=== block 1 ===
<file path="config.mk">
export PLATFORM = sky130hd
export DESIGN_NAME = fft_twiddle_sequencer
export DESIGN_NICKNAME = d
export VERILOG_FILES = /design/src/rtl/fft_twiddle_sequencer.sv
export SDC_FILE = /design/constraint.sdc
export NUM_CORES = 1
export LEC_CHECK = 0
export CAP_MARGIN = 20
export CELL_PAD_IN_SITES_DETAIL_PLACEMENT = 1
export CELL_PAD_IN_SITES_GLOBAL_PLACEMENT = 1
export CORE_MARGIN = 4
export CORE_UTILIZATION = 45
export DETAILED_ROUTE_END_ITERATION = 6
export GPL_TIMING_DRIVEN = 0
export PLACE_DENSITY = 0.78
export SLEW_MARGIN = 15
export SYNTH_ARGS = -nofsm -noshare
export SYNTH_HDL_FRONTEND = slang
export SYNTH_SLANG_ARGS = --single-unit
</file>
<file path="constraint.sdc">
create_clock -name i_clk -period 9.9 [get_ports i_clk]
set_input_delay 1.485 -clock i_clk [delete_from_list [all_inputs] [get_ports i_clk]]
set_output_delay 1.485 -clock i_clk [all_outputs]
set_load 0.05 [all_outputs]
</file>
<file path="src/rtl/fft_twiddle_sequencer.sv">
// Twiddle-factor stream for an N-point radix-2 DIT FFT: quarter-wave cosine table,
// stage/butterfly sequencing and a two-stage valid/ready pipeline to the butterflies.
module fft_twiddle_sequencer #(
  parameter int N_POINTS  = 64,
  parameter int TW_WIDTH  = 9,
  parameter int FRAC_BITS = 8
) (
  input  logic                                i_clk,
  input  logic                                i_rst,
  input  logic                                i_start,
  input  logic                                i_inverse,
  output logic                                o_busy,
  output logic                                o_done,
  output logic                                o_tw_valid,
  input  logic                                i_tw_ready,
  output logic [TW_WIDTH-1:0]                 o_tw_re,
  output logic [TW_WIDTH-1:0]                 o_tw_im,
  output logic [$clog2($clog2(N_POINTS))-1:0] o_tw_stage,
  output logic [$clog2(N_POINTS)-2:0]         o_tw_index,
  output logic                                o_tw_last
);

  localparam int L  = $clog2(N_POINTS);
  localparam int IW = L - 1;
  localparam int SW = $clog2(L);
  localparam int Q  = N_POINTS / 4;
  localparam int MW = FRAC_BITS + 1;
  localparam real C_PI = 3.14159265358979323846;

  localparam logic [SW-1:0]       C_LAST_S  = SW'(L - 1);
  localparam logic [IW-1:0]       C_LAST_B  = {IW{1'b1}};
  localparam logic [IW-1:0]       C_Q       = IW'(Q);
  localparam logic [MW-1:0]       C_ONE     = {1'b1, {FRAC_BITS{1'b0}}};
  localparam logic [TW_WIDTH-1:0] C_MAX_POS = TW_WIDTH'((1 << FRAC_BITS) - 1);

  // state | meaning
  // IDLE  | waiting for start, pipeline empty
  // RUN   | issuing (stage, butterfly) pairs into the pipeline
  // FLUSH | all pairs issued, draining until the last twiddle handshakes
  localparam logic [1:0] S_IDLE  = 2'd0;
  localparam logic [1:0] S_RUN   = 2'd1;
  localparam logic [1:0] S_FLUSH = 2'd2;

  function automatic logic [MW-1:0] cos_mag(input int j);
    real x;
    int  v;
    x = (2.0 ** FRAC_BITS) * $cos(2.0 * C_PI * real'(j) / real'(N_POINTS));
    v = $rtoi(x + 0.5);
    return v[MW-1:0];
  endfunction

  logic [MW-1:0] w_tab [0:Q];

  for (genvar j = 0; j <= Q; j++) begin : g_tab
    localparam logic [MW-1:0] C_T = cos_mag(j);
    assign w_tab[j] = C_T;
  end

  logic [1:0]          r_state;
  logic [SW-1:0]       r_s;
  logic [IW-1:0]       r_b;
  logic                r_inverse;

  logic                r_p1_valid;
  logic [SW-1:0]       r_p1_stage;
  logic [IW-1:0]       r_p1_index;
  logic                r_p1_last;
  logic [MW-1:0]       r_p1_cmag;
  logic [MW-1:0]       r_p1_smag;
  logic                r_p1_cneg;

  logic                r_tw_valid;
  logic [TW_WIDTH-1:0] r_tw_re;
  logic [TW_WIDTH-1:0] r_tw_im;
  logic [SW-1:0]       r_tw_stage;
  logic [IW-1:0]       r_tw_index;
  logic                r_tw_last;

  logic                w_stall;
  logic                w_adv;
  logic                w_issue;
  logic                w_issue_last;
  logic                w_done;
  logic [IW:0]         w_mask;
  logic [SW-1:0]       w_shamt;
  logic [IW-1:0]       w_k;
  logic [IW-1:0]       w_kp;
  logic                w_k_hi;
  logic [MW-1:0]       w_cmag;
  logic [MW-1:0]       w_smag;
  logic [TW_WIDTH-1:0] w_c_ext;
  logic [TW_WIDTH-1:0] w_s_ext;
  logic [TW_WIDTH-1:0] w_re;
  logic [TW_WIDTH-1:0] w_im;

  always_comb begin
    w_stall      = r_tw_valid && !i_tw_ready;
    w_adv        = !w_stall;
    w_issue      = w_adv && (((r_state == S_IDLE) && i_start) || (r_state == S_RUN));
    w_issue_last = (r_s == C_LAST_S) && (r_b == C_LAST_B);
    w_done       = (r_state == S_FLUSH) && r_tw_valid && r_tw_last && i_tw_ready;
  end

  // Butterfly b of stage s uses exponent (b mod 2^s) * N/2^(s+1).
  always_comb begin
    w_mask  = ((IW+1)'(1) << r_s) - (IW+1)'(1);
    w_shamt = C_LAST_S - r_s;
    w_k     = (r_b & w_mask[IW-1:0]) << w_shamt;
    w_k_hi  = (w_k > C_Q);
    w_kp    = w_k - C_Q;
    w_cmag  = '0;
    w_smag  = '0;
    if (w_k_hi) begin
      w_cmag = w_tab[C_Q - w_kp];
      w_smag = w_tab[w_kp];
    end else begin
      w_cmag = w_tab[w_k];
      w_smag = w_tab[C_Q - w_k];
    end
  end

  // Sign is applied after the magnitude; only +1.0 needs saturating, -1.0 is representable.
  always_comb begin
    w_c_ext = TW_WIDTH'(r_p1_cmag);
    w_s_ext = TW_WIDTH'(r_p1_smag);
    w_re    = '0;
    w_im    = '0;
    if (r_p1_cneg) begin
      w_re = -w_c_ext;
    end else if (r_p1_cmag == C_ONE) begin
      w_re = C_MAX_POS;
    end else begin
      w_re = w_c_ext;
    end
    if (!r_inverse) begin
      w_im = -w_s_ext;
    end else if (r_p1_smag == C_ONE) begin
      w_im = C_MAX_POS;
    end else begin
      w_im = w_s_ext;
    end
  end

  always_ff @(posedge i_clk or posedge i_rst) begin
    if (i_rst) begin
      r_state    <= S_IDLE;
      r_s        <= '0;
      r_b        <= '0;
      r_inverse  <= 1'b0;
      r_p1_valid <= 1'b0;
      r_p1_stage <= '0;
      r_p1_index <= '0;
      r_p1_last  <= 1'b0;
      r_p1_cmag  <= '0;
      r_p1_smag  <= '0;
      r_p1_cneg  <= 1'b0;
      r_tw_valid <= 1'b0;
      r_tw_re    <= '0;
      r_tw_im    <= '0;
      r_tw_stage <= '0;
      r_tw_index <= '0;
      r_tw_last  <= 1'b0;
    end else begin
      case (r_state)
        S_IDLE: begin
          if (i_start) begin
            r_state   <= S_RUN;
            r_inverse <= i_inverse;
          end
        end
        S_RUN: begin
          if (w_issue && w_issue_last) r_state <= S_FLUSH;
        end
        S_FLUSH: begin
          if (w_done) r_state <= S_IDLE;
        end
        default: r_state <= S_IDLE;
      endcase

      if (w_issue) begin
        if (w_issue_last) begin
          r_s <= '0;
          r_b <= '0;
        end else if (r_b == C_LAST_B) begin
          r_b <= '0;
          r_s <= r_s + SW'(1);
        end else begin
          r_b <= r_b + IW'(1);
        end
      end

      if (w_adv) begin
        r_p1_valid <= w_issue;
        r_p1_stage <= r_s;
        r_p1_index <= w_k;
        r_p1_last  <= w_issue_last;
        r_p1_cmag  <= w_cmag;
        r_p1_smag  <= w_smag;
        r_p1_cneg  <= w_k_hi;
        r_tw_valid <= r_p1_valid;
        r_tw_re    <= w_re;
        r_tw_im    <= w_im;
        r_tw_stage <= r_p1_stage;
        r_tw_index <= r_p1_index;
        r_tw_last  <= r_p1_last && r_p1_valid;
      end
    end
  end

  assign o_busy     = (r_state != S_IDLE);
  assign o_done     = w_done;
  assign o_tw_valid = r_tw_valid;
  assign o_tw_re    = r_tw_re;
  assign o_tw_im    = r_tw_im;
  assign o_tw_stage = r_tw_stage;
  assign o_tw_index = r_tw_index;
  assign o_tw_last  = r_tw_last;

endmodule
</file>
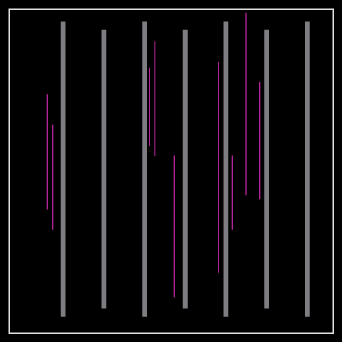
Block 1: M4 wires
Drawn at 3 px/um. Supply wires on this layer in grey.
main direction: vertical
share of all routed wire: 2.8%
nets with wire on the layer: 7
longest straight run: 70.0 um
wire length on this layer: 377 um
Routed Wire Length: 13400 um
Vias: 4119

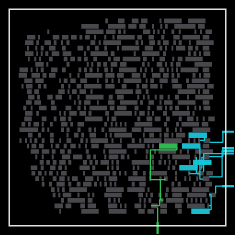
Block 1: wires at chosen ports, followed through buffers
Drawn at 2 px/um.
legend:
  o_tw_index:
    colour: cyan
    bits: 5
    direction: output
    end_cells: 5
    buffers: 5
    wire: 129 um
  o_tw_valid:
    colour: green
    bits: 1
    direction: output
    end_cells: 1
    buffers: 1
    wire: 64.4 um
I/O Pins: 35
port buffer count: 34

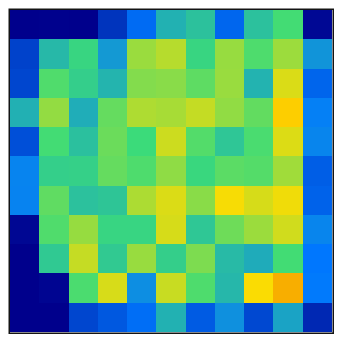
Block 1: local utilization
Drawn at 3 px/um. The die is cut into 11 by 11 equal tiles; dark blue is low, red is high, 0 to 100% covered.
densest ninth of the die: middle
tiles over 75% full: 1.7%
fullest tile: 80%
nearly empty tiles: 8.3%
mean over tiles: 44%
fin util: 0.536
total core area: 9680 um^2

==> impl_metrics.tcl <==
# metrics dict for downstream scripts
set metrics [dict create \
    aoi_share 0.194 \
    async_reset_ff_frac 1.00 \
    top_cells_by_area "dfrtp_1, nand2_1, ha_1, o21ai_0, nor2_1" \
    critical_path.most_common_cell "ha_1" \
    post_cts_buffers 0 \
    synth_seq_share 0.382 \
    status "completed" \
    n_antenna_cell 0 \
    synthDominantCellAreaShare 0.382 \
    top_area_cell "dfrtp_1" \
    worstPathArrival_ns 5.00 \
    synthAdderAreaFrac 0.0703 \
    edf_count 0 \
    grt_pass1_wl_um 22300 \
    grt_usage 0.247 \
    rsz0062_at_grt "no" \
    synth-seq-cells 68 \
    cp.depth 16 \
    dominant_cells "combinational gates" \
    cts_tree "yes" \
]

=== block 2 ===
File: src/rtl/mem_port_arbiter.sv
// Single-ported memory arbiter shared by instruction fetch (IF) and the MEM stage.
// MEM has priority; each access is grant -> busy (until MemReady or timeout) -> one-cycle response.
module mem_port_arbiter #(
    parameter int unsigned TIMEOUT = 255
) (
    input  logic        Clk,
    input  logic        Reset,
    input  logic        IFReq,
    input  logic [31:0] IFAddress,
    input  logic        MEMReadReq,
    input  logic        MEMWriteReq,
    input  logic [31:0] MEMAddress,
    input  logic [31:0] MEMWriteData,
    output logic [31:0] IFReadData,
    output logic        IFValid,
    output logic [31:0] MEMReadData,
    output logic        MEMValid,
    output logic        StallIF,
    output logic        StallMEM,
    output logic        MemEnable,
    output logic        MemWrite,
    output logic [31:0] MemAddress,
    output logic [31:0] MemWriteData,
    input  logic [31:0] MemReadDataIn,
    input  logic        MemReady,
    output logic        TimeoutError
);

    typedef enum logic [1:0] {IDLE, IF_BUSY, MEM_BUSY, RESP} state_t;

    localparam logic [7:0] TIMEOUT_M1 = 8'(TIMEOUT - 1);

    state_t      state_q, state_d;
    logic [7:0]  cnt_q, cnt_d;
    logic [31:0] addr_q, addr_d;
    logic [31:0] wdata_q, wdata_d;
    logic        wr_q, wr_d;
    logic [31:0] if_rdata_q, if_rdata_d;
    logic [31:0] mem_rdata_q, mem_rdata_d;
    logic        if_valid_q, if_valid_d;
    logic        mem_valid_q, mem_valid_d;
    logic        timeout_q, timeout_d;
    logic        busy_done;
    logic [31:0] resp_data;

    // A timeout completes the access like MemReady would, but with zero data.
    assign busy_done = MemReady || (cnt_q == TIMEOUT_M1);
    assign resp_data = MemReady ? MemReadDataIn : 32'h0;

    always_comb begin
        state_d     = state_q;
        cnt_d       = cnt_q;
        addr_d      = addr_q;
        wdata_d     = wdata_q;
        wr_d        = wr_q;
        if_rdata_d  = if_rdata_q;
        mem_rdata_d = mem_rdata_q;
        if_valid_d  = 1'b0;
        mem_valid_d = 1'b0;
        timeout_d   = timeout_q;
        case (state_q)
            IDLE: begin
                if (MEMReadReq || MEMWriteReq) begin
                    state_d = MEM_BUSY;
                    addr_d  = MEMAddress;
                    wdata_d = MEMWriteData;
                    wr_d    = MEMWriteReq;
                    cnt_d   = 8'd0;
                end else if (IFReq) begin
                    state_d = IF_BUSY;
                    addr_d  = IFAddress;
                    wr_d    = 1'b0;
                    cnt_d   = 8'd0;
                end
            end
            IF_BUSY, MEM_BUSY: begin
                if (busy_done) begin
                    state_d = RESP;
                    if (!MemReady) timeout_d = 1'b1;
                    if (state_q == IF_BUSY) begin
                        if_rdata_d = resp_data;
                        if_valid_d = 1'b1;
                    end else begin
                        if (!wr_q) mem_rdata_d = resp_data;
                        mem_valid_d = 1'b1;
                    end
                end else begin
                    cnt_d = cnt_q + 8'd1;
                end
            end
            RESP: state_d = IDLE;
            default: state_d = IDLE;
        endcase
    end

    always_ff @(posedge Clk or negedge Reset) begin
        if (!Reset) begin
            state_q     <= IDLE;
            cnt_q       <= 8'd0;
            addr_q      <= 32'h0;
            wdata_q     <= 32'h0;
            wr_q        <= 1'b0;
            if_rdata_q  <= 32'h0;
            mem_rdata_q <= 32'h0;
            if_valid_q  <= 1'b0;
            mem_valid_q <= 1'b0;
            timeout_q   <= 1'b0;
        end else begin
            state_q     <= state_d;
            cnt_q       <= cnt_d;
            addr_q      <= addr_d;
            wdata_q     <= wdata_d;
            wr_q        <= wr_d;
            if_rdata_q  <= if_rdata_d;
            mem_rdata_q <= mem_rdata_d;
            if_valid_q  <= if_valid_d;
            mem_valid_q <= mem_valid_d;
            timeout_q   <= timeout_d;
        end
    end

    // Memory-side strobes decode straight from state so an async reset drops them at once.
    assign MemEnable    = (state_q == IF_BUSY) || (state_q == MEM_BUSY);
    assign MemWrite     = (state_q == MEM_BUSY) && wr_q;
    assign MemAddress   = addr_q;
    assign MemWriteData = wdata_q;

    assign IFReadData   = if_rdata_q;
    assign IFValid      = if_valid_q;
    assign MEMReadData  = mem_rdata_q;
    assign MEMValid     = mem_valid_q;
    assign TimeoutError = timeout_q;

    assign StallMEM = (MEMReadReq || MEMWriteReq) && !mem_valid_q;
    assign StallIF  = StallMEM || (IFReq && !if_valid_q);

endmodule

File: config.mk
export PLATFORM = sky130hd
export DESIGN_NAME = mem_port_arbiter
export DESIGN_NICKNAME = d
export VERILOG_FILES = /design/src/rtl/mem_port_arbiter.sv
export SDC_FILE = /design/constraint.sdc
export NUM_CORES = 1
export LEC_CHECK = 0
export CORE_UTILIZATION = 25
export CTS_CLUSTER_SIZE = 25
export DETAILED_ROUTE_END_ITERATION = 7
export SLEW_MARGIN = 20
export SYNTH_ARGS = -nofsm -noshare
export SYNTH_HDL_FRONTEND = slang
export SYNTH_SLANG_ARGS = --single-unit
File: constraint.sdc
create_clock -name Clk -period 1.7 [get_ports Clk]
set_input_delay 0.425 -clock Clk [delete_from_list [all_inputs] [get_ports Clk]]
set_output_delay 0.425 -clock Clk [all_outputs]
set_load 0.005 [all_outputs]
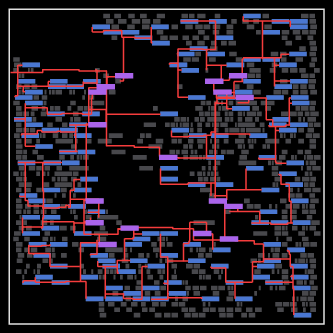
Block 2: clock wires, drivers and flops
Drawn at 2 px/um.
legend:
  cells driving clock nets:
    colour: purple
    count: 17
  clock wires:
    colour: red
    length: 2090 um
  flip-flops:
    colour: blue
    count: 142
routed clock nets: 18
clk_skew: 0.0174 ns
clock network power share: 0.215
clk pwr: 3.85 mW

==> impl_metrics.tcl <==
# metrics dict for downstream scripts
set metrics [dict create \
    cts_sinks 142 \
    fp-utilization 0.255 \
    ir_drop_mv 0.658 \
    power_leader "combinational logic" \
    leakagePower_nw 4.86 \
    cp_num_buf_inv 2 \
    setup_violations 4 \
    top_cells_by_area "dfrtp_1, mux2_2, o21ai_0, mux2i_1, a22o_1" \
    failed_checks "setup timing" \
    status "finished with violations" \
    n_all_buffers 335 \
    seq_share 0.348 \
    cpMaxStageDelayCell "dfrtp_1" \
    p_comb_frac 0.460 \
    cts.root.buffer_cell "clkbuf_16" \
    whs_ns 0.469 \
    r2r_setup_slack_ns -0.01 \
    worst_ep_required_time_ns 1.27 \
    setup_ws_ns -0.0355 \
    cp_top_family "flip-flops" \
    warning_count 31 \
]
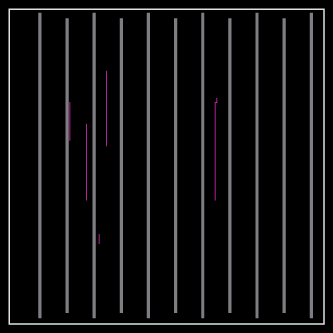
Block 2: M4 wires
Drawn at 2 px/um. Supply wires on this layer in grey.
wire length on this layer: 151 um
share of all routed wire: 0.76%
nets with wire on the layer: 3
Vias: 5188
Routed Wire Length: 19800 um



==> notes/layouts.md <==
Pictures saved along the way, in no particular order.

Routing congestion.
shot_01.png
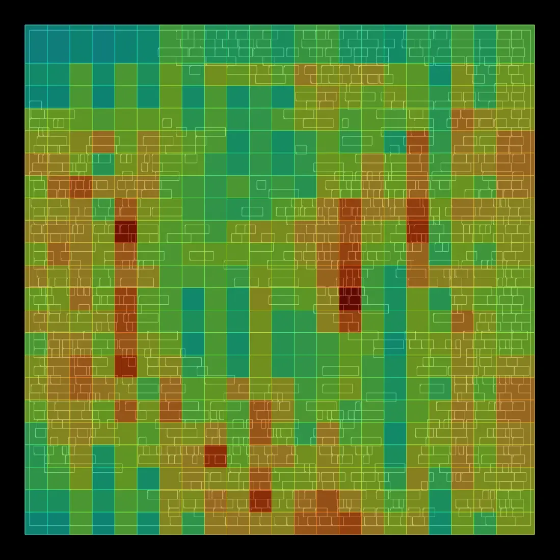
shot_02.png
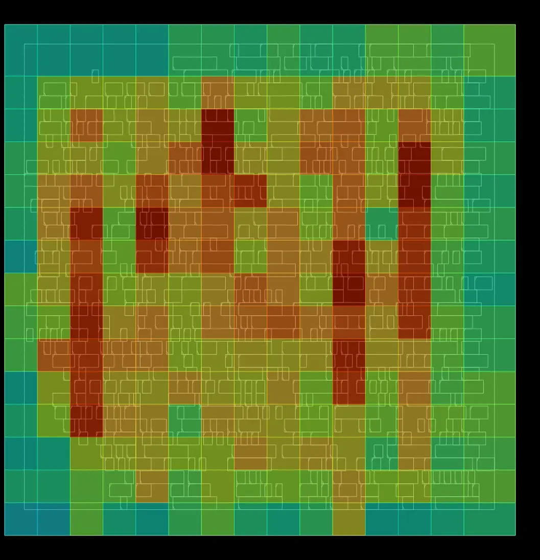
shot_02.png: block 1
shot_01.png: block 2
- highest track usage: shot_02.png
- highest utilization: shot_02.png

Power is estimated from default activity; no workload was simulated.
